=== spi_acl2_responder ===
spi_acl2_responder/pdn.png
Bar = 50 um. Pins as bars on the die edge.
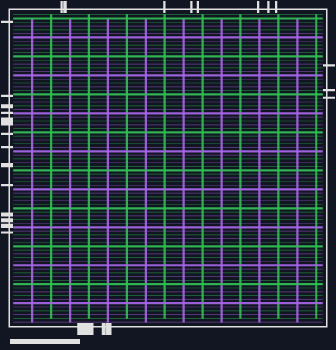

`src/rtl/spi_acl2_pkg.sv`:
```
// Shared constants, register map and state encoding for the ACL2 SPI responder.
// Addresses are 6 bits wide, matching the 64-byte register file.
package spi_acl2_pkg;

  localparam logic [7:0] CMD_WRITE   = 8'h0A;
  localparam logic [7:0] CMD_READ    = 8'h0B;
  localparam logic [7:0] CMD_FIFO_RD = 8'h0D;

  localparam logic [5:0] ADDR_DEVID_AD   = 6'h00;
  localparam logic [5:0] ADDR_DEVID_MST  = 6'h01;
  localparam logic [5:0] ADDR_PARTID     = 6'h02;
  localparam logic [5:0] ADDR_XDATA      = 6'h08;
  localparam logic [5:0] ADDR_YDATA      = 6'h09;
  localparam logic [5:0] ADDR_ZDATA      = 6'h0A;
  localparam logic [5:0] ADDR_STATUS     = 6'h0B;
  localparam logic [5:0] ADDR_SOFT_RESET = 6'h1F;
  localparam logic [5:0] ADDR_POWER_CTL  = 6'h2D;

  localparam logic [5:0] WR_LO = 6'h20;
  localparam logic [5:0] WR_HI = 6'h2E;

  localparam logic [7:0] ID_AD          = 8'hAD;
  localparam logic [7:0] ID_MST         = 8'h1D;
  localparam logic [7:0] ID_PART        = 8'hF2;
  localparam logic [7:0] SOFT_RESET_KEY = 8'h52;

  typedef enum logic [2:0] {
    ST_IDLE,
    ST_CMD,
    ST_ADDR,
    ST_WR_DATA,
    ST_RD_DATA,
    ST_FIFO_RD,
    ST_IGNORE
  } state_t;

  function automatic logic is_writable(input logic [5:0] a);
    return (a >= WR_LO) && (a <= WR_HI);
  endfunction

endpackage

```
`src/rtl/spi_acl2_responder_fifo.sv`:
```
// Synchronous byte FIFO with registered full/empty flags; reading while empty
// returns zero and a pop on empty is ignored.
module spi_byte_fifo #(
  parameter int DEPTH = 16
) (
  input  logic       CLK,
  input  logic       RST,
  input  logic       push,
  input  logic       pop,
  input  logic [7:0] wr_data,
  output logic [7:0] rd_data,
  output logic       full,
  output logic       empty
);
  localparam int AW = $clog2(DEPTH);
  localparam int CW = $clog2(DEPTH + 1);

  logic [7:0]    mem [DEPTH];
  logic [AW-1:0] wr_ptr, rd_ptr;
  logic [CW-1:0] count, count_nxt;
  logic          do_push, do_pop;

  function automatic logic [AW-1:0] ptr_inc(input logic [AW-1:0] p);
    return (p == AW'(DEPTH - 1)) ? '0 : p + AW'(1);
  endfunction

  // A pop in the same cycle frees the slot a push into a full FIFO needs.
  assign do_pop  = pop & ~empty;
  assign do_push = push & (~full | do_pop);
  assign rd_data = empty ? 8'h00 : mem[rd_ptr];

  always_comb begin
    count_nxt = count;
    case ({do_push, do_pop})
      2'b10:   count_nxt = count + CW'(1);
      2'b01:   count_nxt = count - CW'(1);
      default: count_nxt = count;
    endcase
  end

  always_ff @(posedge CLK) begin
    if (RST) begin
      wr_ptr <= '0;
      rd_ptr <= '0;
      count  <= '0;
      full   <= 1'b0;
      empty  <= 1'b1;
    end else begin
      if (do_push) wr_ptr <= ptr_inc(wr_ptr);
      if (do_pop)  rd_ptr <= ptr_inc(rd_ptr);
      count <= count_nxt;
      full  <= (count_nxt == CW'(DEPTH));
      empty <= (count_nxt == '0);
    end
  end

  always_ff @(posedge CLK) begin
    if (do_push) mem[wr_ptr] <= wr_data;
  end

endmodule

```
`src/rtl/spi_acl2_responder.sv`:
```
// SPI mode-0 device end of the ACL2 link: register read/write bursts, FIFO reads,
// 64-byte register file and 16-byte sample FIFO, all in the CLK domain.
module spi_acl2_responder
  import spi_acl2_pkg::*;
#(
  parameter int REG_DEPTH  = 64,
  parameter int FIFO_DEPTH = 16
) (
  input  logic       CLK,
  input  logic       RST,
  input  logic       CS,
  input  logic       SCLK,
  input  logic       MOSI,
  output logic       MISO,
  input  logic       SAMPLE_STROBE,
  input  logic [7:0] SAMPLE_X,
  input  logic [7:0] SAMPLE_Y,
  input  logic [7:0] SAMPLE_Z,
  input  logic       FIFO_WR_EN,
  input  logic [7:0] FIFO_WR_DATA,
  output logic       FIFO_FULL,
  output logic       FIFO_EMPTY,
  output logic [7:0] POWER_CTL,
  output logic       BUSY
);
  localparam int AW = $clog2(REG_DEPTH);

  logic          cs_p0, cs_p1;
  logic          sclk_p0, sclk_p1, sclk_p2;
  logic          mosi_p0, mosi_p1;
  logic          sclk_rise, sclk_fall, byte_done, wr_fire, armed;
  state_t        state, state_nxt;
  logic [2:0]    bit_cnt;
  logic [6:0]    rx_sh;
  logic [7:0]    rx_byte, cmd_q, tx_sh, rd_mux;
  logic          miso_q;
  logic [AW-1:0] ptr, rd_addr;
  logic [7:0]    regs_q [REG_DEPTH];
  logic          fifo_pop, fifo_full, fifo_empty;
  logic [7:0]    fifo_rd_data;

  // Stage p0/p1: two-flop synchronizers; p2 holds the previous SCLK for edge detect.
  always_ff @(posedge CLK) begin
    cs_p0   <= CS;
    sclk_p0 <= SCLK;
    mosi_p0 <= MOSI;
    mosi_p1 <= mosi_p0;
    if (RST) begin
      cs_p1   <= 1'b1;
      sclk_p1 <= 1'b0;
      sclk_p2 <= 1'b0;
    end else begin
      cs_p1   <= cs_p0;
      sclk_p1 <= sclk_p0;
      sclk_p2 <= sclk_p1;
    end
  end

  assign sclk_rise = sclk_p1 & ~sclk_p2;
  assign sclk_fall = ~sclk_p1 & sclk_p2;
  assign rx_byte   = {rx_sh, mosi_p1};
  assign byte_done = sclk_rise & (bit_cnt == 3'd0) & ~cs_p1 & (state != ST_IDLE);
  assign wr_fire   = byte_done & (state == ST_WR_DATA);
  assign rd_addr   = (state == ST_ADDR) ? rx_byte[AW-1:0] : ptr + AW'(1);
  assign POWER_CTL = regs_q[ADDR_POWER_CTL];
  assign FIFO_FULL  = fifo_full;
  assign FIFO_EMPTY = fifo_empty;

  // armed stays low after RST until CS has really been seen high (cs_p0 is unreset).
  always_ff @(posedge CLK) begin
    if (RST) begin
      state <= ST_IDLE;
      armed <= 1'b0;
    end else begin
      state <= state_nxt;
      if (cs_p1 && cs_p0) armed <= 1'b1;
    end
  end

  always_comb begin
    state_nxt = state;
    if (cs_p1) begin
      state_nxt = ST_IDLE;
    end else begin
      case (state)
        ST_IDLE: if (armed) state_nxt = ST_CMD;
        ST_CMD: begin
          if (byte_done) begin
            if (rx_byte == CMD_WRITE || rx_byte == CMD_READ) state_nxt = ST_ADDR;
            else if (rx_byte == CMD_FIFO_RD)                 state_nxt = ST_FIFO_RD;
            else                                             state_nxt = ST_IGNORE;
          end
        end
        ST_ADDR: if (byte_done) state_nxt = (cmd_q == CMD_READ) ? ST_RD_DATA : ST_WR_DATA;
        default: state_nxt = state;
      endcase
    end
  end

  always_comb begin
    MISO     = 1'b0;
    BUSY     = ~cs_p1;
    fifo_pop = 1'b0;
    if (state == ST_RD_DATA || state == ST_FIFO_RD) MISO = miso_q;
    if (byte_done && ((state == ST_CMD && rx_byte == CMD_FIFO_RD) || state == ST_FIFO_RD))
      fifo_pop = 1'b1;
  end

  always_comb begin
    case (rd_addr)
      ADDR_DEVID_AD:  rd_mux = ID_AD;
      ADDR_DEVID_MST: rd_mux = ID_MST;
      ADDR_PARTID:    rd_mux = ID_PART;
      ADDR_STATUS:    rd_mux = {6'b0, fifo_full, ~fifo_empty};
      default:        rd_mux = regs_q[rd_addr];
    endcase
  end

  // Shift stage: MOSI captured on SCLK rise, MISO advanced on SCLK fall.
  always_ff @(posedge CLK) begin
    if (RST || state == ST_IDLE) bit_cnt <= 3'd7;
    else if (sclk_rise)          bit_cnt <= bit_cnt - 3'd1;

    if (sclk_rise) rx_sh <= rx_byte[6:0];

    if (state == ST_IDLE) begin
      tx_sh  <= 8'h00;
      miso_q <= 1'b0;
    end else if (sclk_fall) begin
      miso_q <= tx_sh[7];
      tx_sh  <= {tx_sh[6:0], 1'b0};
    end else if (fifo_pop) begin
      tx_sh <= fifo_rd_data;
    end else if (byte_done && ((state == ST_ADDR && cmd_q == CMD_READ) || state == ST_RD_DATA)) begin
      tx_sh <= rd_mux;
    end

    if (byte_done && state == ST_CMD) cmd_q <= rx_byte;

    if (byte_done) begin
      if (state == ST_ADDR)                               ptr <= rx_byte[AW-1:0];
      else if (state == ST_WR_DATA || state == ST_RD_DATA) ptr <= ptr + AW'(1);
    end
  end

  // Only writable addresses and the sample slots are ever loaded; the rest stay zero.
  always_ff @(posedge CLK) begin
    if (RST) begin
      for (int i = 0; i < REG_DEPTH; i++) regs_q[i] <= 8'h00;
    end else begin
      if (wr_fire && ptr == ADDR_SOFT_RESET && rx_byte == SOFT_RESET_KEY) begin
        for (int i = 0; i < REG_DEPTH; i++)
          if (is_writable(AW'(i))) regs_q[i] <= 8'h00;
      end else if (wr_fire && is_writable(ptr)) begin
        regs_q[ptr] <= rx_byte;
      end
      if (SAMPLE_STROBE) begin
        regs_q[ADDR_XDATA] <= SAMPLE_X;
        regs_q[ADDR_YDATA] <= SAMPLE_Y;
        regs_q[ADDR_ZDATA] <= SAMPLE_Z;
      end
    end
  end

  spi_byte_fifo #(.DEPTH(FIFO_DEPTH)) u_fifo (
    .CLK     (CLK),
    .RST     (RST),
    .push    (FIFO_WR_EN),
    .pop     (fifo_pop),
    .wr_data (FIFO_WR_DATA),
    .rd_data (fifo_rd_data),
    .full    (fifo_full),
    .empty   (fifo_empty)
  );

endmodule

```
`config.mk`:
```
export PLATFORM = sky130hd
export DESIGN_NAME = spi_acl2_responder
export DESIGN_NICKNAME = d
export VERILOG_FILES = /design/src/rtl/spi_acl2_pkg.sv /design/src/rtl/spi_acl2_responder_fifo.sv /design/src/rtl/spi_acl2_responder.sv
export SDC_FILE = /design/constraint.sdc
export NUM_CORES = 1
export LEC_CHECK = 0
export CORE_MARGIN = 2
export CORE_UTILIZATION = 60
export CTS_BUF_LIST = sky130_fd_sc_hd__clkbuf_4 sky130_fd_sc_hd__clkbuf_8
export CTS_CLUSTER_DIAMETER = 120
export CTS_CLUSTER_SIZE = 8
export DETAILED_ROUTE_END_ITERATION = 10
export PLACE_DENSITY = 0.77
export SETUP_SLACK_MARGIN = 0.05
export SLEW_MARGIN = 20
export SYNTH_ARGS = -nofsm -noshare
export SYNTH_HDL_FRONTEND = slang
export SYNTH_SLANG_ARGS = --single-unit
```
`constraint.sdc`:
```
create_clock -name CLK -period 9.45 [get_ports CLK]
set_clock_uncertainty 0.1 [all_clocks]
set_input_delay 1.89 -clock CLK [delete_from_list [all_inputs] [get_ports CLK]]
set_output_delay 1.89 -clock CLK [all_outputs]
set_load 0.02 [all_outputs]
```
=== cruise_speed_ctrl ===
File: src/rtl/cruise_pkg.sv
// Shared definitions for the cruise-control sequencer: state encodings and state width.
package cruise_pkg;

   localparam int STATE_W = 3;

   typedef enum logic [STATE_W-1:0] {
      ST_OFF     = 3'd0,
      ST_CRUISE  = 3'd1,
      ST_ACCEL   = 3'd2,
      ST_DECEL   = 3'd3,
      ST_STANDBY = 3'd4
   } state_t;

endpackage

File: src/rtl/cruise_step_timer.sv
// Adjust-tick divider: counts enabled cycles and pulses tick on every TICK_DIV-th one.
module cruise_step_timer #(
   parameter int TICK_DIV = 4
) (
   input  logic clk,
   input  logic reset,
   input  logic clear,
   input  logic enable,
   output logic tick
);

   localparam int CNT_W = (TICK_DIV > 2) ? $clog2(TICK_DIV) : 1;
   localparam logic [CNT_W-1:0] LAST = CNT_W'(TICK_DIV - 1);

   logic [CNT_W-1:0] count;

   assign tick = enable && !clear && (count == LAST);

   always_ff @(posedge clk or posedge reset) begin
      if (reset) begin
         count <= '0;
      end else if (clear) begin
         count <= '0;
      end else if (enable) begin
         count <= tick ? '0 : count + CNT_W'(1);
      end
   end

endmodule

File: src/rtl/cruise_speed_ctrl.sv
// Cruise-control sequencer: engage/suspend/resume FSM, saturating set-speed register
// adjusted by held accel/decel buttons, and registered throttle up/down requests.
module cruise_speed_ctrl
   import cruise_pkg::*;
#(
   parameter int SPEED_W   = 8,
   parameter int MIN_SPEED = 45,
   parameter int MAX_SPEED = 120,
   parameter int STEP      = 1,
   parameter int TICK_DIV  = 4
) (
   input  logic               clk,
   input  logic               reset,
   input  logic               cruise_on,
   input  logic               cruise_off,
   input  logic               brake,
   input  logic               accel,
   input  logic               decel,
   input  logic [SPEED_W-1:0] speed,
   output logic [STATE_W-1:0] state,
   output logic               cruise_active,
   output logic [SPEED_W-1:0] target_speed,
   output logic               target_valid,
   output logic               throttle_up,
   output logic               throttle_down
);

   localparam logic [SPEED_W-1:0] MIN_S  = SPEED_W'(MIN_SPEED);
   localparam logic [SPEED_W-1:0] MAX_S  = SPEED_W'(MAX_SPEED);
   localparam logic [SPEED_W:0]   MIN_X  = (SPEED_W+1)'(MIN_SPEED);
   localparam logic [SPEED_W:0]   MAX_X  = (SPEED_W+1)'(MAX_SPEED);
   localparam logic [SPEED_W:0]   STEP_X = (SPEED_W+1)'(STEP);

   state_t state_q, state_next;
   logic   engage, disengage;
   logic   want_up, want_down, adjusting, tick;
   logic   in_range;

   // The extra MSB catches carry past MAX and borrow below zero before clamping.
   function automatic logic [SPEED_W-1:0] sat_up(input logic [SPEED_W-1:0] t);
      logic [SPEED_W:0] s;
      s = {1'b0, t} + STEP_X;
      return (s > MAX_X) ? MAX_S : s[SPEED_W-1:0];
   endfunction

   function automatic logic [SPEED_W-1:0] sat_down(input logic [SPEED_W-1:0] t);
      logic [SPEED_W:0] d;
      d = {1'b0, t} - STEP_X;
      return (d[SPEED_W] || (d < MIN_X)) ? MIN_S : d[SPEED_W-1:0];
   endfunction

   assign want_up   = accel && !decel;
   assign want_down = decel && !accel;
   assign in_range  = (speed >= MIN_S) && (speed <= MAX_S);
   assign adjusting = !cruise_off && !brake &&
                      (((state_q == ST_ACCEL) && want_up) ||
                       ((state_q == ST_DECEL) && want_down));

   cruise_step_timer #(
      .TICK_DIV (TICK_DIV)
   ) u_step_timer (
      .clk    (clk),
      .reset  (reset),
      .clear  (!adjusting),
      .enable (adjusting),
      .tick   (tick)
   );

   always_ff @(posedge clk or posedge reset) begin
      if (reset) begin
         state_q <= ST_OFF;
      end else begin
         state_q <= state_next;
      end
   end

   always_comb begin
      state_next = state_q;
      engage     = 1'b0;
      disengage  = 1'b0;
      case (state_q)
         ST_OFF: begin
            if (!cruise_off && !brake && cruise_on && in_range) begin
               state_next = ST_CRUISE;
               engage     = 1'b1;
            end
         end
         ST_CRUISE, ST_ACCEL, ST_DECEL: begin
            if (cruise_off) begin
               state_next = ST_OFF;
               disengage  = 1'b1;
            end else if (brake) begin
               state_next = ST_STANDBY;
            end else if (state_q == ST_CRUISE) begin
               if (want_up)        state_next = ST_ACCEL;
               else if (want_down) state_next = ST_DECEL;
            end else if ((state_q == ST_ACCEL) && !want_up) begin
               state_next = ST_CRUISE;
            end else if ((state_q == ST_DECEL) && !want_down) begin
               state_next = ST_CRUISE;
            end
         end
         ST_STANDBY: begin
            if (cruise_off) begin
               state_next = ST_OFF;
               disengage  = 1'b1;
            end else if (cruise_on) begin
               state_next = ST_CRUISE;
            end
         end
         default: begin
            state_next = ST_OFF;
            disengage  = 1'b1;
         end
      endcase
   end

   always_comb begin
      cruise_active = (state_q == ST_CRUISE) || (state_q == ST_ACCEL) ||
                      (state_q == ST_DECEL);
   end

   assign state = state_q;

   always_ff @(posedge clk or posedge reset) begin
      if (reset) begin
         target_speed <= '0;
         target_valid <= 1'b0;
      end else if (disengage) begin
         target_speed <= '0;
         target_valid <= 1'b0;
      end else if (engage) begin
         target_speed <= speed;
         target_valid <= 1'b1;
      end else if (tick) begin
         target_speed <= (state_q == ST_ACCEL) ? sat_up(target_speed)
                                               : sat_down(target_speed);
      end
   end

   // Throttle requests look at the current state/target, so they trail any change by one cycle.
   always_ff @(posedge clk or posedge reset) begin
      if (reset) begin
         throttle_up   <= 1'b0;
         throttle_down <= 1'b0;
      end else begin
         throttle_up   <= cruise_active && (speed < target_speed);
         throttle_down <= cruise_active && (speed > target_speed);
      end
   end

endmodule

File: config.mk
export PLATFORM = sky130hd
export DESIGN_NAME = cruise_speed_ctrl
export DESIGN_NICKNAME = d
export VERILOG_FILES = /design/src/rtl/cruise_pkg.sv /design/src/rtl/cruise_step_timer.sv /design/src/rtl/cruise_speed_ctrl.sv
export SDC_FILE = /design/constraint.sdc
export NUM_CORES = 1
export LEC_CHECK = 0
export CAP_MARGIN = 30
export CELL_PAD_IN_SITES_DETAIL_PLACEMENT = 0
export CELL_PAD_IN_SITES_GLOBAL_PLACEMENT = 1
export CORE_MARGIN = 4
export CORE_UTILIZATION = 43
export CTS_BUF_LIST = sky130_fd_sc_hd__clkbuf_8
export CTS_CLUSTER_DIAMETER = 100
export DETAILED_ROUTE_END_ITERATION = 8
export PLACE_DENSITY_LB_ADDON = 0.1
export SETUP_SLACK_MARGIN = 0.02
export SYNTH_ARGS = -nofsm -noshare
export SYNTH_HDL_FRONTEND = slang
export SYNTH_SLANG_ARGS = --single-unit
File: constraint.sdc
create_clock -name clk -period 6.2 [get_ports clk]
set_input_delay 0.62 -clock clk [delete_from_list [all_inputs] [get_ports clk]]
set_output_delay 0.62 -clock clk [all_outputs]
set_load 0.01 [all_outputs]

## Gallery

Clock network drawn from the DEF.
(a)
Bar = 20 um.
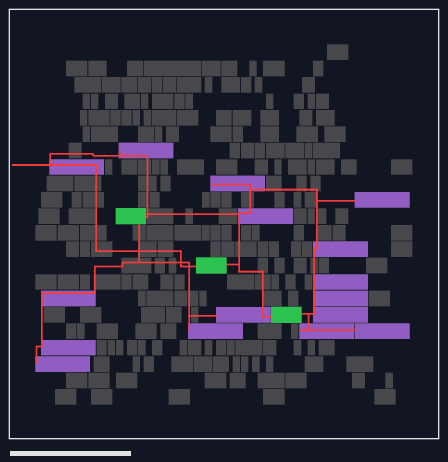
(b)
Bar = 50 um.
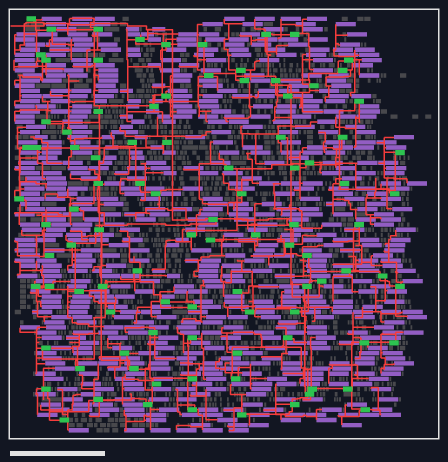
The one with the most sequential cells is (b).
The one with the largest die is (b).
(b) -> spi_acl2_responder
(a) -> cruise_speed_ctrl

spi_acl2_responder/cell_classes.png
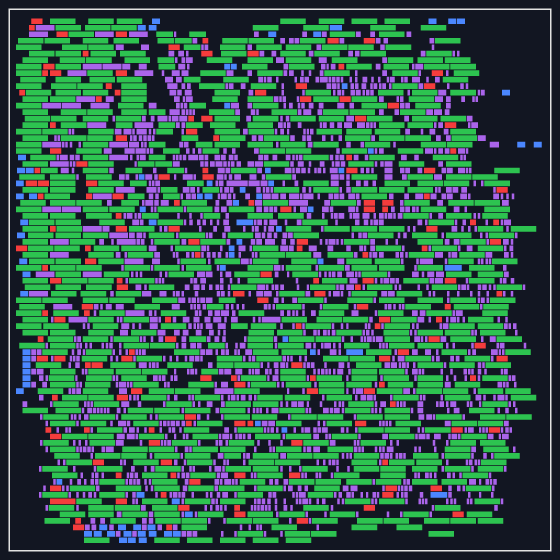
| class | colour | cells | share of their area |
|---|---|---|---|
| clock drivers and dummy loads | red | 164 | 5.7% |
| all other logic | purple | 1750 | 29% |
| other buffers and delay cells | blue | 81 | 2.4% |
| flops | green | 700 | 62% |
Cell Rows: 81
Seq/total area: 0.609
core area: 48800 um2
final instance area: 33800 um2
final core utilization: 0.692

## Picture notes: spi_acl2_responder/pdn.png
| net | colour |
|---|---|
| VDD | green |
| VSS | purple |
rows: 81
met5 straps: 16
met1 rails: 82
met4 straps: 16
chip height: 226 um
die width: 226 um
VDD IR max: 197 uV

==> out/results.ini, spi_acl2_responder <==
[min_path]
hold_path_end=mosi_p1

[power]
p_clk_w=0.00230
swShare=0.208
p_leak_nw=12.5
p_switching_w=0.00128

[sta]
post-route-min-period_ns=5.12
tightestPinTransition_ns=1.19
min_period_over_period=0.542
slew-limit-headroom=0.201
fin_ws_ns=4.33

[critical_path]
crit_fanout=190
regToRegEndpoint=tx_sh[2]
end_kind=flip-flop
worstPathRequired_ns=9.91

[placed_design]
dp_cells=3195
portBuffers=50

[cells_and_area]
regMostFlops=regs_q
num-nets-final=2681
num-nonclk-buffers=81
syn_to_final_growth_pct=13.9
final_cell_mix=edfxtp_1 (658), nand2_1 (412), conb_1 (365), nand3_1 (168), and2_1 (132)
mostFrequentLayoutCell=edfxtp_1
design.seq.count=700

[floorplan]
fp_util=0.608
pin_count=51
dieArea_um2=51300

[route]
viasPerCell=5.70
met1_length_mm=27.0
routedWlPerCell_um=20.5

[synth]
synthMuxAreaShare=0.0481
flop_cell=edfxtp_1
syn_avg_cell_area_um2=13.0
synth-async-reset-ratio=0

[grt]
grt_pass1_vias=18900
antenna_found_initial=1

[clocking]
postCtsSetupBuffers=0

[status]
outcome=complete, no violations

## spi_acl2_responder: cells in the mapped netlist, drive strengths merged, types with 14 or more instances
cell,count,share of area
a211oi,69,0.018
a21oi,47,0.0083
a311oi,35,0.010
a31oi,37,0.0078
and2,133,0.028
buf,57,0.0090
clkbuf,141,0.018
dfxtp,42,0.028
edfxtp,658,0.67
inv,48,0.0061
mux2i,60,0.020
mux4,36,0.027
nand2,412,0.052
nand3,168,0.028
nand4,21,0.0044
nor2,68,0.0086
nor2b,14,0.0030
nor3,32,0.0054
o21ai,42,0.0071
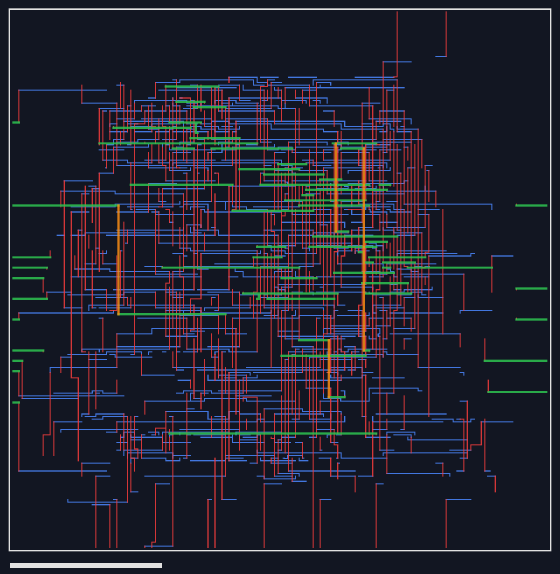
cruise_speed_ctrl/metal_stack.png
Bar = 20 um.
| layer | colour | wire length |
|---|---|---|
| met3 | green | 421 um |
| met4 | orange | 59.8 um |
| met1 | blue | 2280 um |
| met2 | red | 2270 um |
routed len/inst: 17.5 um
DR vias: 1828
gr usage total: 0.204

==> out/results.ini, cruise_speed_ctrl <==
[status]
outcome=complete, no violations

[cells_and_area]
diodes=0
mostFrequentLayoutCell=clkdlybuf4s50_1

[clocking]
cts_hold_buf=0
clockBufferDepth=2
insertion_delay_ns=0.26

[sta]
fin_ws_ns=3.43
hold_viol_final=0

[grt]
use_met3=0.0355
grt_start_max_net_pins=17

[route]
dr_wl_met3_um=420
wl_met2_mm=2.27

[floorplan]
pin_count=30

[min_path]
holdCritPathClass=flip-flop to flip-flop

[synth]
fa_ha_area_frac=0.103

[critical_path]
critical_path.top_delay_family=simple AND/OR/NAND/NOR gates
worstSetupStartpoint=target_speed[0]

cruise_speed_ctrl: power breakdown:
| part | switching [W] | total, W | internal [W] |
|---|---|---|---|
| combinational | 0.0000933 | 0.000171 | 0.0000772 |
| sequential | 0.0000235 | 0.000140 | 0.000117 |
| clock | 0.0000394 | 0.0000958 | 0.0000565 |
| total | 0.000156 | 0.000407 | 0.000250 |
cruise_speed_ctrl: cell type report:
type	count	share of cell area
flip-flops and latches	16	0.194
inverters	16	0.0291
well taps	48	0.0291
multi-input cells	173	0.576
clock buffers	4	0.0267
repair buffers	30	0.145

=== spm_serial_io ===
spm_serial_io/cell_classes.png
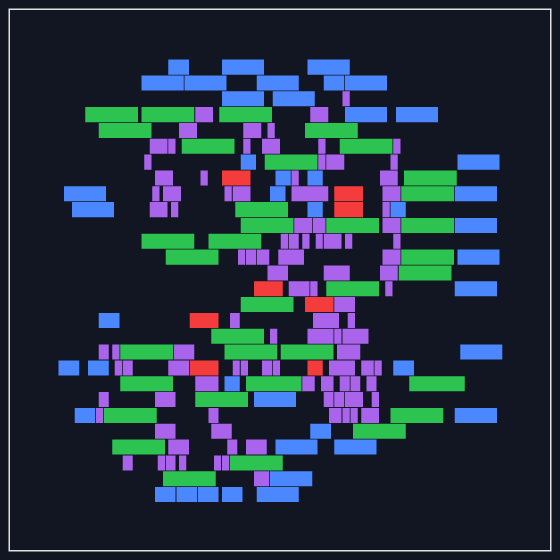

## src/rtl/spm_pkg.sv

```systemverilog
// Shared definitions for the serial-parallel multiplier I/O slice:
// default operand width, product width and the sequencer state type.
package spm_pkg;

   localparam int SPM_N      = 8;
   localparam int SPM_PROD_W = 2 * SPM_N;

   typedef enum logic [1:0] {
      IDLE,
      CLEAR,
      SHIFT,
      HOLD
   } spm_io_state_t;

endpackage

```

## src/rtl/spm_shift_reg.sv

```systemverilog
// Generic right-shifting register used both as the Y serializer
// (MSB replicated on shift) and as the product deserializer
// (serial bit inserted at the MSB on shift).
module spm_shift_reg #(
   parameter int W = 8
) (
   input  logic         clk,
   input  logic         reset,
   input  logic         clr,
   input  logic         load,
   input  logic         shift,
   input  logic         sign_rep,
   input  logic         ser_in,
   input  logic [W-1:0] load_val,
   output logic [W-1:0] q
);

   // Clear wins over load, load wins over shift; a shift brings in either
   // a copy of the current MSB (arithmetic) or the serial input bit.
   always_ff @(posedge clk or posedge reset) begin
      if (reset) begin
         q <= '0;
      end else if (clr) begin
         q <= '0;
      end else if (load) begin
         q <= load_val;
      end else if (shift) begin
         q <= {(sign_rep ? q[W-1] : ser_in), q[W-1:1]};
      end
   end

endmodule

```

## src/rtl/spm_serial_io.sv

```systemverilog
// Bit-serial I/O sequencer for the signed serial-parallel multiplier.
// Accepts a parallel Y operand, streams it LSB-first (sign-extended to
// 2N bits) into the SPM, gathers the serial product and presents it.
module spm_serial_io
   import spm_pkg::*;
#(
   parameter int N     = SPM_N,
   parameter int CNT_W = $clog2(2 * N)
) (
   input  logic           clk,
   input  logic           reset,
   input  logic           in_valid,
   output logic           in_ready,
   input  logic [N-1:0]   in_y,
   output logic           spm_clr,
   output logic           spm_en,
   output logic           spm_y_bit,
   input  logic           spm_p_bit,
   output logic           out_valid,
   input  logic           out_ready,
   output logic [2*N-1:0] out_product,
   output logic           busy
);

   localparam logic [CNT_W-1:0] LAST_BIT = CNT_W'(2 * N - 1);

   spm_io_state_t    state;
   logic [CNT_W-1:0] bit_cnt;
   logic [N-1:0]     y_q;
   logic [2*N-1:0]   p_q;
   logic             accept;
   logic             shifting;

   assign accept   = (state == IDLE) && in_valid;
   assign shifting = (state == SHIFT);

   // The Y register only feeds the SPM while shifting, so gate it to keep
   // the serial line quiet outside an operation.
   assign spm_y_bit   = spm_en & y_q[0];
   assign out_product = p_q;

   spm_shift_reg #(.W(N)) u_y_ser (
      .clk      (clk),
      .reset    (reset),
      .clr      (1'b0),
      .load     (accept),
      .shift    (shifting),
      .sign_rep (1'b1),
      .ser_in   (1'b0),
      .load_val (in_y),
      .q        (y_q)
   );

   spm_shift_reg #(.W(2 * N)) u_p_deser (
      .clk      (clk),
      .reset    (reset),
      .clr      (state == CLEAR),
      .load     (1'b0),
      .shift    (shifting),
      .sign_rep (1'b0),
      .ser_in   (spm_p_bit),
      .load_val ('0),
      .q        (p_q)
   );

   // Sequencer: state, bit counter and all handshake/SPM controls are
   // registered together so each output follows the state it belongs to.
   always_ff @(posedge clk or posedge reset) begin
      if (reset) begin
         state     <= IDLE;
         bit_cnt   <= '0;
         in_ready  <= 1'b1;
         spm_clr   <= 1'b0;
         spm_en    <= 1'b0;
         out_valid <= 1'b0;
         busy      <= 1'b0;
      end else begin
         case (state)
            IDLE: begin
               if (in_valid) begin
                  state    <= CLEAR;
                  in_ready <= 1'b0;
                  spm_clr  <= 1'b1;
                  busy     <= 1'b1;
               end
            end
            CLEAR: begin
               state   <= SHIFT;
               bit_cnt <= '0;
               spm_clr <= 1'b0;
               spm_en  <= 1'b1;
            end
            SHIFT: begin
               if (bit_cnt == LAST_BIT) begin
                  state     <= HOLD;
                  bit_cnt   <= '0;
                  spm_en    <= 1'b0;
                  out_valid <= 1'b1;
               end else begin
                  bit_cnt <= bit_cnt + 1'b1;
               end
            end
            HOLD: begin
               if (out_ready) begin
                  state     <= IDLE;
                  out_valid <= 1'b0;
                  busy      <= 1'b0;
                  in_ready  <= 1'b1;
               end
            end
            default: begin
               state <= IDLE;
            end
         endcase
      end
   end

endmodule

```

## config.mk

```make
export PLATFORM = sky130hd
export DESIGN_NAME = spm_serial_io
export DESIGN_NICKNAME = d
export VERILOG_FILES = /design/src/rtl/spm_pkg.sv /design/src/rtl/spm_shift_reg.sv /design/src/rtl/spm_serial_io.sv
export SDC_FILE = /design/constraint.sdc
export NUM_CORES = 1
export LEC_CHECK = 0
export CAP_MARGIN = 5
export CORE_MARGIN = 8
export CORE_UTILIZATION = 27
export CTS_CLUSTER_SIZE = 10
export DETAILED_ROUTE_END_ITERATION = 6
export HOLD_SLACK_MARGIN = 0.12
export PLACE_DENSITY = 0.54
export SYNTH_ARGS = -nofsm -noshare
export SYNTH_HDL_FRONTEND = slang
export SYNTH_SLANG_ARGS = --single-unit
```

## constraint.sdc

```tcl
create_clock -name clk -period 1.8 [get_ports clk]
set_input_delay 0.45 -clock clk [delete_from_list [all_inputs] [get_ports clk]]
set_output_delay 0.45 -clock clk [all_outputs]
set_load 0.1 [all_outputs]
```

=== alu_seq_flat ===
`config.mk`:
```
export PLATFORM = sky130hd
export DESIGN_NAME = alu_seq_flat
export DESIGN_NICKNAME = d
export VERILOG_FILES = /design/src/rtl/alu_seq_if.sv /design/src/rtl/alu_seq.sv /design/src/flat_wrapper.sv
export SDC_FILE = /design/constraint.sdc
export NUM_CORES = 1
export LEC_CHECK = 0
export ABC_AREA = 1
export CAP_MARGIN = 20
export CORE_MARGIN = 8
export CORE_UTILIZATION = 40
export CTS_CLUSTER_SIZE = 12
export DETAILED_ROUTE_END_ITERATION = 16
export PLACE_DENSITY = 0.72
export SKIP_LAST_GASP = 1
export SYNTH_ARGS = -nofsm -noshare
export SYNTH_HDL_FRONTEND = slang
export SYNTH_SLANG_ARGS = --single-unit
```
`constraint.sdc`:
```
create_clock -name clk -period 2 [get_ports clk]
set_clock_uncertainty 0.05 [all_clocks]
set_input_delay 0.3 -clock clk [delete_from_list [all_inputs] [get_ports clk]]
set_output_delay 0.3 -clock clk [all_outputs]
set_load 0.05 [all_outputs]
```
`src/rtl/alu_seq_if.sv`:
```
// Operand/result handshake bundle for alu_seq.
// The master drives operands and accepts results; the slave is the ALU.
interface alu_seq_if #(
    parameter int WIDTH = 5
);
    logic             in_valid;
    logic             in_ready;
    logic [WIDTH-1:0] a;
    logic [WIDTH-1:0] b;
    logic [1:0]       opcode;
    logic             out_valid;
    logic             out_ready;
    logic [WIDTH-1:0] result;
    logic             overflow;
    logic             illegal_operation;

    modport master (
        output in_valid, a, b, opcode, out_ready,
        input  in_ready, out_valid, result, overflow, illegal_operation
    );

    modport slave (
        input  in_valid, a, b, opcode, out_ready,
        output in_ready, out_valid, result, overflow, illegal_operation
    );
endinterface

```
`src/rtl/alu_seq.sv`:
```
// Handshaked ALU: add, equality, sequential shift-add multiply, illegal-op flag.
// One operation in flight; multiply walks b LSB first, one bit per cycle.
module alu_seq #(
    parameter int WIDTH = 5
) (
    input  logic       clk,
    input  logic       rst_n,
    alu_seq_if.slave   bus
);
    localparam int CNT_W = $clog2(WIDTH);

    typedef enum logic [1:0] {
        IDLE = 2'd0,
        MUL  = 2'd1,
        DONE = 2'd2
    } state_t;

    state_t             state_q, state_d;
    logic [2*WIDTH-1:0] acc_q, acc_d;
    logic [2*WIDTH-1:0] mcand_q, mcand_d;
    logic [WIDTH-1:0]   mplr_q, mplr_d;
    logic [CNT_W-1:0]   cnt_q, cnt_d;
    logic [WIDTH-1:0]   result_q, result_d;
    logic               ovf_q, ovf_d;
    logic               ill_q, ill_d;
    logic [2*WIDTH-1:0] acc_sum;

    // Sum with carry kept as the extra top bit.
    function automatic logic [WIDTH:0] add_carry(input logic [WIDTH-1:0] x,
                                                 input logic [WIDTH-1:0] y);
        return {1'b0, x} + {1'b0, y};
    endfunction

    // Next-state and datapath update; outputs are registered so they hold under backpressure.
    always_comb begin
        state_d  = state_q;
        acc_d    = acc_q;
        mcand_d  = mcand_q;
        mplr_d   = mplr_q;
        cnt_d    = cnt_q;
        result_d = result_q;
        ovf_d    = ovf_q;
        ill_d    = ill_q;
        acc_sum  = acc_q + (mplr_q[0] ? mcand_q : '0);

        case (state_q)
            IDLE: begin
                if (bus.in_valid) begin
                    ill_d = 1'b0;
                    ovf_d = 1'b0;
                    acc_d = '0;
                    cnt_d = '0;
                    case (bus.opcode)
                        2'b00: begin
                            {ovf_d, result_d} = add_carry(bus.a, bus.b);
                            state_d = DONE;
                        end
                        2'b01: begin
                            result_d = {WIDTH{bus.a == bus.b}};
                            state_d  = DONE;
                        end
                        2'b10: begin
                            mcand_d = {{WIDTH{1'b0}}, bus.a};
                            mplr_d  = bus.b;
                            state_d = MUL;
                        end
                        default: begin
                            result_d = '1;
                            ill_d    = 1'b1;
                            state_d  = DONE;
                        end
                    endcase
                end
            end
            MUL: begin
                acc_d   = acc_sum;
                mcand_d = mcand_q << 1;
                mplr_d  = mplr_q >> 1;
                if (cnt_q == CNT_W'(WIDTH - 1)) begin
                    result_d = acc_sum[WIDTH-1:0];
                    ovf_d    = |acc_sum[2*WIDTH-1:WIDTH];
                    state_d  = DONE;
                end else begin
                    cnt_d = cnt_q + CNT_W'(1);
                end
            end
            DONE: begin
                if (bus.out_ready) begin
                    state_d = IDLE;
                end
            end
            default: state_d = IDLE;
        endcase
    end

    // State and datapath registers; reset drops any operation in flight.
    always_ff @(posedge clk or negedge rst_n) begin
        if (!rst_n) begin
            state_q  <= IDLE;
            acc_q    <= '0;
            mcand_q  <= '0;
            mplr_q   <= '0;
            cnt_q    <= '0;
            result_q <= '0;
            ovf_q    <= 1'b0;
            ill_q    <= 1'b0;
        end else begin
            state_q  <= state_d;
            acc_q    <= acc_d;
            mcand_q  <= mcand_d;
            mplr_q   <= mplr_d;
            cnt_q    <= cnt_d;
            result_q <= result_d;
            ovf_q    <= ovf_d;
            ill_q    <= ill_d;
        end
    end

    assign bus.in_ready          = (state_q == IDLE);
    assign bus.out_valid         = (state_q == DONE);
    assign bus.result            = result_q;
    assign bus.overflow          = ovf_q;
    assign bus.illegal_operation = ill_q;
endmodule

```
`src/flat_wrapper.sv`:
```
// flat-port wrapper written by rule: the top's interface ports become plain ports
module alu_seq_flat 
#(
    parameter int WIDTH = 5
)
  (clk, rst_n, bus_in_valid, bus_a, bus_b, bus_opcode, bus_out_ready, bus_in_ready, bus_out_valid, bus_result, bus_overflow, bus_illegal_operation);
  alu_seq_if #(.WIDTH(WIDTH)) bus_i ();
  input  logic clk;
  input  logic rst_n;
  input wire logic [$bits(bus_i.in_valid)-1:0] bus_in_valid;
  input wire logic [$bits(bus_i.a)-1:0] bus_a;
  input wire logic [$bits(bus_i.b)-1:0] bus_b;
  input wire logic [$bits(bus_i.opcode)-1:0] bus_opcode;
  input wire logic [$bits(bus_i.out_ready)-1:0] bus_out_ready;
  output wire logic [$bits(bus_i.in_ready)-1:0] bus_in_ready;
  output wire logic [$bits(bus_i.out_valid)-1:0] bus_out_valid;
  output wire logic [$bits(bus_i.result)-1:0] bus_result;
  output wire logic [$bits(bus_i.overflow)-1:0] bus_overflow;
  output wire logic [$bits(bus_i.illegal_operation)-1:0] bus_illegal_operation;
  assign bus_i.in_valid = bus_in_valid;
  assign bus_i.a = bus_a;
  assign bus_i.b = bus_b;
  assign bus_i.opcode = bus_opcode;
  assign bus_i.out_ready = bus_out_ready;
  assign bus_in_ready = bus_i.in_ready;
  assign bus_out_valid = bus_i.out_valid;
  assign bus_result = bus_i.result;
  assign bus_overflow = bus_i.overflow;
  assign bus_illegal_operation = bus_i.illegal_operation;
  alu_seq #(.WIDTH(WIDTH)) u_core (.clk(clk), .rst_n(rst_n), .bus(bus_i));
endmodule
```

## Gallery

Clock network drawn from the DEF.
Bar = 20 um.
image #1
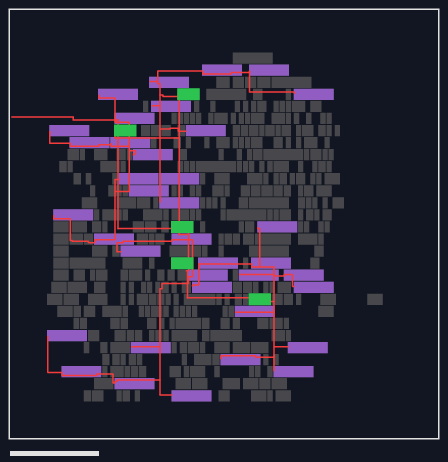
image #2
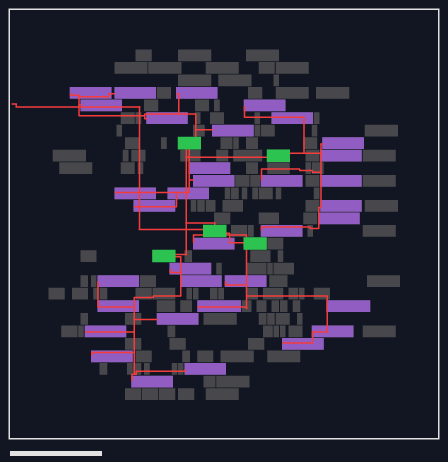
image #2 -> spm_serial_io
image #1 -> alu_seq_flat

spm_serial_io/final_clocks.png
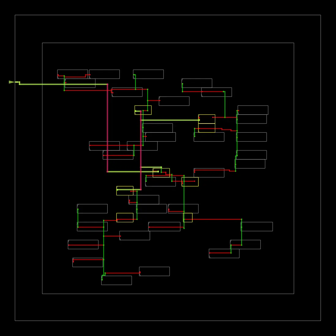
TritonCTS Buffers: 5
CTS Sinks: 35

## Picture notes: spm_serial_io/cell_classes.png
| class | colour | cells | share of their area |
|---|---|---|---|
| flops | green | 35 | 38% |
| other buffers and delay cells | blue | 43 | 28% |
| clock drivers and dummy loads | red | 8 | 4.5% |
| all other logic | purple | 102 | 29% |
Seq/total area: 0.367
final instance area: 2390 um2
final core utilization: 0.412
core area: 5820 um2

==> out/results.ini, spm_serial_io <==
[synth]
syn_avg_cell_area_um2=10.8
ys_top_logic_family=AND-OR/OR-AND gates
synth-async-reset-ratio=1.00
xor_share=0
yosys_cells=147
syn_area_um2=1590
ys_area_um2=1590
synthCells=147

[floorplan]
die_h_um=92.8
pin_count=35
dieArea_um2=8610

[sta]
fin_tns_setup_ns=0
skew_ns=0.00243
post-route-min-period_ns=1.56
fin_ws_ns=0.242
max_clock_freq_mhz=642

[min_path]
holdCritPathClass=primary input to async pin

[critical_path]
path_depth=2
critical_path.top_delay_family=flip-flops
crit_buf_inv=1

[grt]
busiest_layer=met2
track_usage=0.0875

[placed_design]
portBuffers=34
dp_cells=255
dp_slack_ns=0.155

[cells_and_area]
layout.cells.non_filler=263
n_fill_cell=597
diodes=0
mostFrequentLayoutCell=dfrtp_1

[status]
outcome=complete, no violations

[clocking]
cts_hold_buf=0
path_clk_slew_ns=0.07
clockBufferDepth=2

[route]
drt.antenna.violating_nets=0
routedWlPerCell_um=13.4
vias=1205
drt-total-wl_mm=3.53

-- spm_serial_io: area by class of cell --
class	instances	area (um2)	share of cell area
multi-input cells	94	636	0.265
well taps	75	93.8	0.0392
repair buffers	43	653	0.273
inverters	8	30.0	0.0125
clock inverters	1	7.51	0.00313
clock buffers	7	96.3	0.0402
flip-flops and latches	35	878	0.367
-- spm_serial_io: registers in the layout (all words and copies together), names as in the netlist, 2 cells and up --
register     count
state            2
u_y_ser.q        8
u_p_deser.q     16
bit_cnt          4
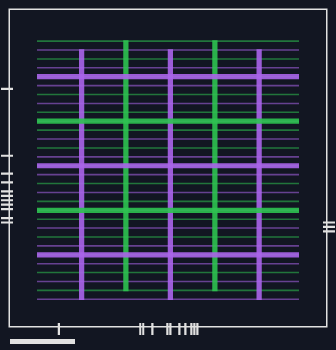
alu_seq_flat/pdn.png
Bar = 20 um. Pins as bars on the die edge.
| net | colour |
|---|---|
| VDD | green |
| VSS | purple |
signal pins: 25
met4 straps: 5
rows: 29
met1 rails: 30
core area: 6310 um2
die width: 96.5 um
chip height: 96.5 um

==> out/results.ini, alu_seq_flat <==
[status]
outcome=finished with violations
violations=negative hold slack

[clocking]
cts.sinks=37
cts_hold_buf=0
cts_buffers=5

[grt]
grt_start_max_net_pins=38
grtUsageMet2=0.225

[critical_path]
end_kind=flip-flop
cp-start-kind=flip-flop
critical_path.top_delay_family=simple AND/OR/NAND/NOR gates

[cells_and_area]
largest_cell_class=multi-input combinational cells
logic_area_um2=1560
top_regs=u_core.acc_q: 10 flops, u_core.mcand_q: 10 flops
seq_share=0.281
sh_comb_area=0.471
clockNetworkAreaShare=0.0250
n_fill_cell=609

[sta]
hold_viol_final=12
setup_violations=0
tightestPinTransition_ns=0.507
post-route-min-period_ns=1.98
hold_slack_ns=-0.00609
fin_ws_ns=0.0190
fin_tns_setup_ns=0

[synth]
yosysWarnings=0
ys_area_um2=2590
synth_cell_type_count=38

[placed_design]
portBuffers=24

[floorplan]
nWellTaps=77
dieArea_um2=9320

[min_path]
holdCritPathClass=primary input to async pin

[route]
wl_met2_mm=2.88

[flow_run]
openroad.warnings=28

==> alu_seq_flat: worst max-delay path by stage <==
stage               cells after the start  slack, ns              endpoint             start
CTS                                    12      0.005       u_core.acc_q[8]  u_core.mplr_q[0]
finish                                 14       0.02   u_core.bus.overflow  u_core.mplr_q[0]
global placement                       10      -0.14  u_core.bus.result[4]          bus_b[0]
floorplan                              15       0.02   u_core.bus.overflow  u_core.mplr_q[0]
global route                           14      -0.05   u_core.bus.overflow  u_core.mplr_q[0]
detailed placement                     10      -0.18  u_core.bus.result[4]          bus_b[0]

=== ssb_sync_monitor ===
ssb_sync_monitor/pdn.png
Bar = 20 um. Pins as bars on the die edge.
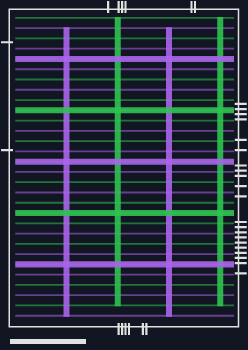
ssb_sync_monitor/cell_classes.png
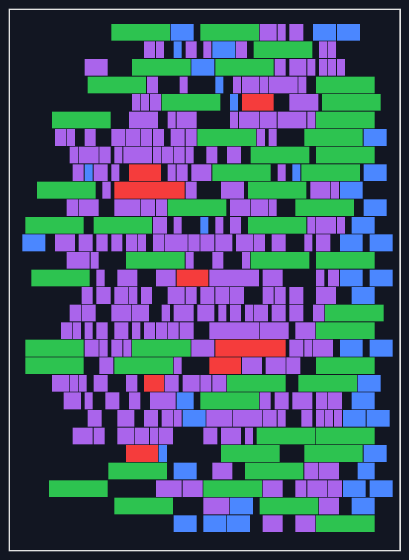
ssb_sync_monitor/clock_map.png
Bar = 20 um.
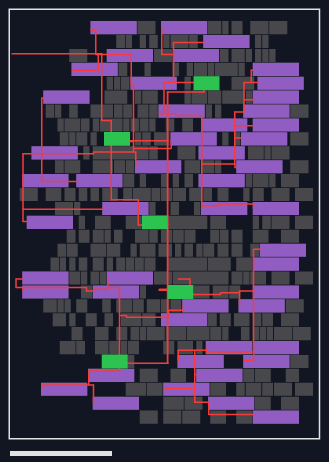
$ cat config.mk
export PLATFORM = sky130hd
export DESIGN_NAME = ssb_sync_monitor
export DESIGN_NICKNAME = d
export VERILOG_FILES = /design/src/rtl/ssb_sync_pkg.sv /design/src/rtl/sat_counter.sv /design/src/rtl/ssb_sync_monitor.sv
export SDC_FILE = /design/constraint.sdc
export NUM_CORES = 1
export LEC_CHECK = 0
export CAP_MARGIN = 0
export CORE_ASPECT_RATIO = 1.4
export CORE_UTILIZATION = 55
export DETAILED_ROUTE_END_ITERATION = 10
export GPL_TIMING_DRIVEN = 0
export HOLD_SLACK_MARGIN = 0.06
export PLACE_DENSITY = 0.84
export SKIP_LAST_GASP = 1
export SLEW_MARGIN = 25
export SYNTH_ARGS = -nofsm -noshare
export SYNTH_HDL_FRONTEND = slang
export SYNTH_SLANG_ARGS = --single-unit
$ cat constraint.sdc
create_clock -name clk_i -period 2.8 [get_ports clk_i]
set_input_delay 0.56 -clock clk_i [delete_from_list [all_inputs] [get_ports clk_i]]
set_output_delay 0.56 -clock clk_i [all_outputs]
set_load 0.05 [all_outputs]
$ cat src/rtl/ssb_sync_pkg.sv
// rtl/ssb_sync_pkg.sv - frame-sync state encoding shared with the receiver register map
package ssb_sync_pkg;

    localparam int FS_STATE_W = 2;

    typedef enum logic [FS_STATE_W-1:0] {
        SEARCH  = 2'd0,
        CONFIRM = 2'd1,
        SYNCED  = 2'd2,
        HOLD    = 2'd3
    } fs_state_t;

endpackage

$ cat src/rtl/sat_counter.sv
// rtl/sat_counter.sv - saturating up-counter with synchronous clear
module sat_counter #(
    parameter int WIDTH = 16
) (
    input  logic             clk_i,
    input  logic             reset_ni,
    input  logic             inc_i,
    input  logic             clr_i,
    output logic [WIDTH-1:0] count_o
);

    logic [WIDTH-1:0] count_q, count_d;

    // Clear wins over increment; the count sticks at all-ones
    always_comb begin
        count_d = count_q;
        if (clr_i) begin
            count_d = '0;
        end else if (inc_i && (count_q != '1)) begin
            count_d = count_q + 1'b1;
        end
    end

    // Count register
    always_ff @(posedge clk_i or negedge reset_ni) begin
        if (!reset_ni) begin
            count_q <= '0;
        end else begin
            count_q <= count_d;
        end
    end

    assign count_o = count_q;

endmodule

$ cat src/rtl/ssb_sync_monitor.sv
// rtl/ssb_sync_monitor.sv - SSB periodicity tracker and frame-sync FSM; SSB_SYNC_MONITOR_SPURIOUS_CNT_EN adds spurious_cnt_o
module ssb_sync_monitor
    import ssb_sync_pkg::*;
#(
    parameter int SSB_PERIOD = 76800,
    parameter int TOL        = 8,
    parameter int MAX_MISSED = 4
) (
    input  logic                  clk_i,
    input  logic                  reset_ni,
    input  logic                  sample_valid_i,
    input  logic                  ssb_detected_i,
    input  logic [1:0]            N_id_2_i,
    output logic [FS_STATE_W-1:0] fs_state_o,
    output logic [1:0]            N_id_2_o,
    output logic [7:0]            sample_cnt_mismatch_o,
    output logic [15:0]           missed_SSBs_o,
`ifdef SSB_SYNC_MONITOR_SPURIOUS_CNT_EN
    output logic [15:0]           spurious_cnt_o,
`endif
    output logic                  ssb_start_o
);

    localparam int CW = $clog2(SSB_PERIOD + TOL + 1);
    localparam int MW = $clog2(MAX_MISSED + 1);

    localparam logic [CW-1:0] WIN_LO      = CW'(SSB_PERIOD - TOL);
    localparam logic [CW-1:0] WIN_HI      = CW'(SSB_PERIOD + TOL);
    localparam logic [CW-1:0] CNT_ONE     = CW'(1);
    localparam logic [CW-1:0] MISS_RELOAD = CW'(TOL + 1);
    localparam logic [MW-1:0] LAST_MISS   = MW'(MAX_MISSED - 1);

    fs_state_t     state_q, state_d;
    logic [CW-1:0] cnt_q, cnt_d;
    logic [1:0]    n_id_2_q, n_id_2_d;
    logic [7:0]    mismatch_q, mismatch_d;
    logic          start_q, start_d;
    logic [MW-1:0] consec;

    logic det, in_win, close, tracking, accept, miss, give_up;

    // Detection qualification against the expected-SSB window
    always_comb begin
        det      = sample_valid_i & ssb_detected_i;
        in_win   = (cnt_q >= WIN_LO) && (cnt_q <= WIN_HI);
        close    = sample_valid_i && (cnt_q == WIN_HI);
        tracking = (state_q != SEARCH);
        accept   = tracking & det & in_win & (N_id_2_i == n_id_2_q);
        miss     = close & ~accept & ((state_q == SYNCED) || (state_q == HOLD));
        give_up  = miss && (consec == LAST_MISS);
    end

    // Next state, sample index and registered outputs
    always_comb begin
        state_d    = state_q;
        cnt_d      = cnt_q;
        n_id_2_d   = n_id_2_q;
        mismatch_d = mismatch_q;
        start_d    = accept | miss;

        case (state_q)
            SEARCH: begin
                if (det) begin
                    state_d  = CONFIRM;
                    n_id_2_d = N_id_2_i;
                end
            end
            CONFIRM: begin
                if (accept) begin
                    state_d = SYNCED;
                end else if (close) begin
                    state_d = SEARCH;
                end
            end
            SYNCED, HOLD: begin
                if (accept) begin
                    state_d = SYNCED;
                end else if (miss) begin
                    state_d = give_up ? SEARCH : HOLD;
                end
            end
            default: state_d = SEARCH;
        endcase

        if (sample_valid_i) begin
            if (accept || ((state_q == SEARCH) && det)) begin
                cnt_d = CNT_ONE;
            end else if (miss) begin
                // Flywheel: pretend the SSB arrived at the nominal sample
                cnt_d = MISS_RELOAD;
            end else begin
                cnt_d = cnt_q + CNT_ONE;
            end
        end

        if (accept) begin
            mismatch_d = 8'(32'(cnt_q) - 32'(SSB_PERIOD));
        end
    end

    // State and output registers
    always_ff @(posedge clk_i or negedge reset_ni) begin
        if (!reset_ni) begin
            state_q    <= SEARCH;
            cnt_q      <= '0;
            n_id_2_q   <= '0;
            mismatch_q <= '0;
            start_q    <= 1'b0;
        end else begin
            state_q    <= state_d;
            cnt_q      <= cnt_d;
            n_id_2_q   <= n_id_2_d;
            mismatch_q <= mismatch_d;
            start_q    <= start_d;
        end
    end

    sat_counter #(.WIDTH(16)) u_missed (
        .clk_i    (clk_i),
        .reset_ni (reset_ni),
        .inc_i    (miss),
        .clr_i    (1'b0),
        .count_o  (missed_SSBs_o)
    );

    sat_counter #(.WIDTH(MW)) u_consec (
        .clk_i    (clk_i),
        .reset_ni (reset_ni),
        .inc_i    (miss),
        .clr_i    (accept | give_up),
        .count_o  (consec)
    );

`ifdef SSB_SYNC_MONITOR_SPURIOUS_CNT_EN
    logic ignored;

    // A detection seen while tracking that was not taken as the SSB
    always_comb begin
        ignored = det & tracking & ~accept;
    end

    sat_counter #(.WIDTH(16)) u_spurious (
        .clk_i    (clk_i),
        .reset_ni (reset_ni),
        .inc_i    (ignored),
        .clr_i    (1'b0),
        .count_o  (spurious_cnt_o)
    );
`endif

    assign fs_state_o            = state_q;
    assign N_id_2_o              = n_id_2_q;
    assign sample_cnt_mismatch_o = mismatch_q;
    assign ssb_start_o           = start_q;

endmodule
==> out/results.ini <==
[cells_and_area]
diodes=0
syn_to_final_growth_pct=21.1
nMultiInputCombCells=208
design.seq.count=49
n_fill_cell=366
sh_comb_area=0.417
buf_share=0.114
clockNetworkAreaShare=0.0434

[status]
outcome=complete, no violations

[grt]
grt_use_met1=0.327
grt_start_max_net_pins=50
busiest_layer=met2

[route]
drt-total-wl_mm=5.85
routedWlPerCell_um=15.3

[synth]
xor_share=0.0735
compound_area_frac=0.121
most_common_cell=dfrtp_1
syn_avg_cell_area_um2=9.46
yosys-top-cells-count=dfrtp_1 (49), nand2_1 (39), nand3_1 (18)
synth-async-reset-ratio=1.00
fa_ha_area_frac=0.0286
yosys_cells=277

[flow_run]
openroad.warnings=28
drv_cap=0

[power]
pg_seq_w=0.000851
seqPwrFrac=0.468
comb_power_w=0.000358
comb_power_share=0.197
p_per_area_nw_per_um2=573
p_int_w=0.00126

[critical_path]
crit_buf_inv=1
arrival_ns=2.78
slowest_delay_ns=0.47
regToRegEndpoint=cnt_q[16]
r2r_start=cnt_q[0]

[sta]
rsz0062_at_grt=no
min_period_over_period=0.914
slew-limit-headroom=0.488
hold_slack_ns=0.252

[clocking]
clockBufferDepth=2

Notes on ssb_sync_monitor/pdn.png above:
| net | colour |
|---|---|
| VDD | green |
| VSS | purple |
met5 straps: 5
rows: 29
met4 straps: 4
VDD IR max: 338 uV
core area: 4570 um2
die width: 60.3 um
chip height: 83.7 um

Notes on ssb_sync_monitor/cell_classes.png above:
| class | colour | cells | share of their area |
|---|---|---|---|
| flops | green | 49 | 40% |
| clock drivers and dummy loads | red | 8 | 4.4% |
| other buffers and delay cells | blue | 41 | 12% |
| all other logic | purple | 221 | 44% |
Cell Rows: 29
final instance area: 3170 um2

Notes on ssb_sync_monitor/clock_map.png above:
[clock wires] red | length: 576 um
[flip-flops] purple | count: 49
[cells driving clock nets] green | count: 5
flops lie: all over the die
Clock Skew: 0.00473 ns
Power Clock: 0.000610 W
clock power share: 0.335

==> repair_timing <==
action / in CTS / in global routing
resized: 0 / 1
buffers inserted: 0 / 1
endpoints found under the setup margin: 0 / 7
endpoints found under the hold margin: 0 / 0
==> through the flow <==
stage          instance area, um2  power (W)  setup slack, ns
2_1_floorplan                2620    0.00110            0.560
3_3_place_gp                 3030    0.00121           -0.231
3_5_place_dp                 3030    0.00122            0.103
4_1_cts                      3160    0.00182           0.0982
5_1_grt                      3170    0.00189           0.0101
6_report                     3170    0.00182            0.240


==> notes/layouts.md <==
Pictures saved along the way, in no particular order.

Wiring by layer.
panel A
Bar = 20 um.
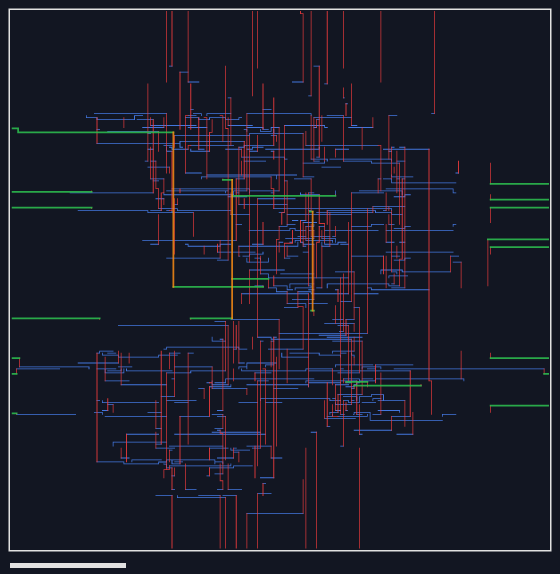
panel B
Bar = 20 um.
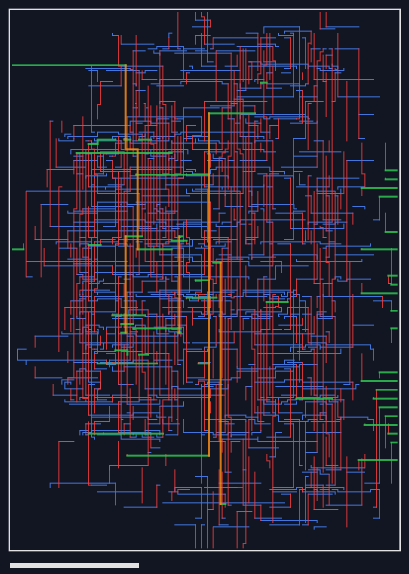
panel C
Bar = 50 um.
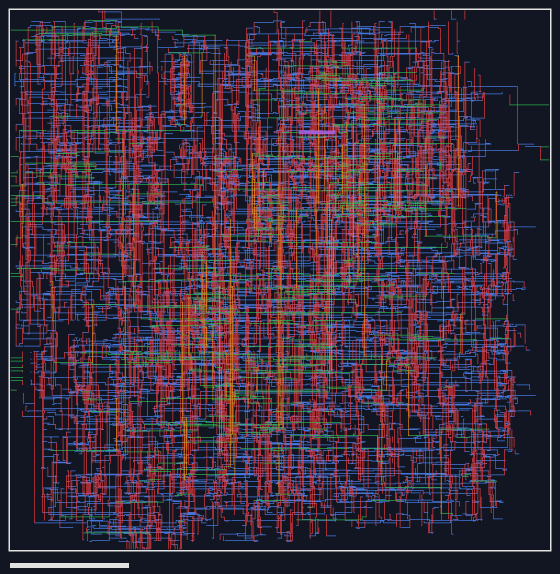
panel D
Bar = 20 um.
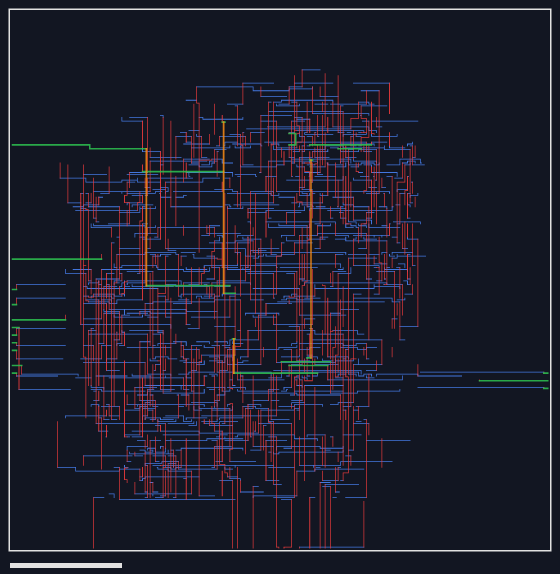
| from | picture |
|---|---|
| spm_serial_io | panel A |
| spi_acl2_responder | panel C |
| ssb_sync_monitor | panel B |
| alu_seq_flat | panel D |
- smallest die: panel B
- largest die: panel C

Key to panel D:
| layer | colour | wire length |
|---|---|---|
| met1 | blue | 2900 um |
| met2 | red | 2880 um |
| met3 | green | 153 um |
| met4 | orange | 96.6 um |


==> screenshots <==
Clock nets.
picture 1
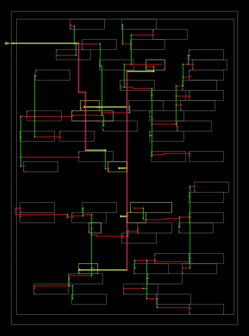
picture 2
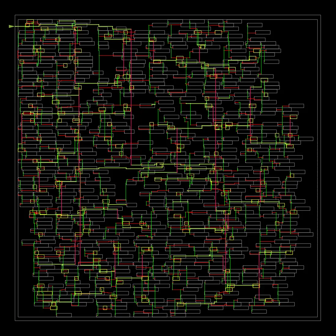
picture 3
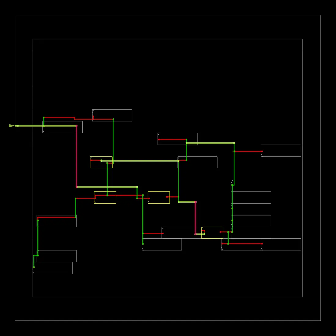
Of these, most sequential cells: picture 2
picture 2: spi_acl2_responder
picture 1: ssb_sync_monitor
picture 3: cruise_speed_ctrl

Power figures rest on the tool's default switching activity, not on a simulated workload.
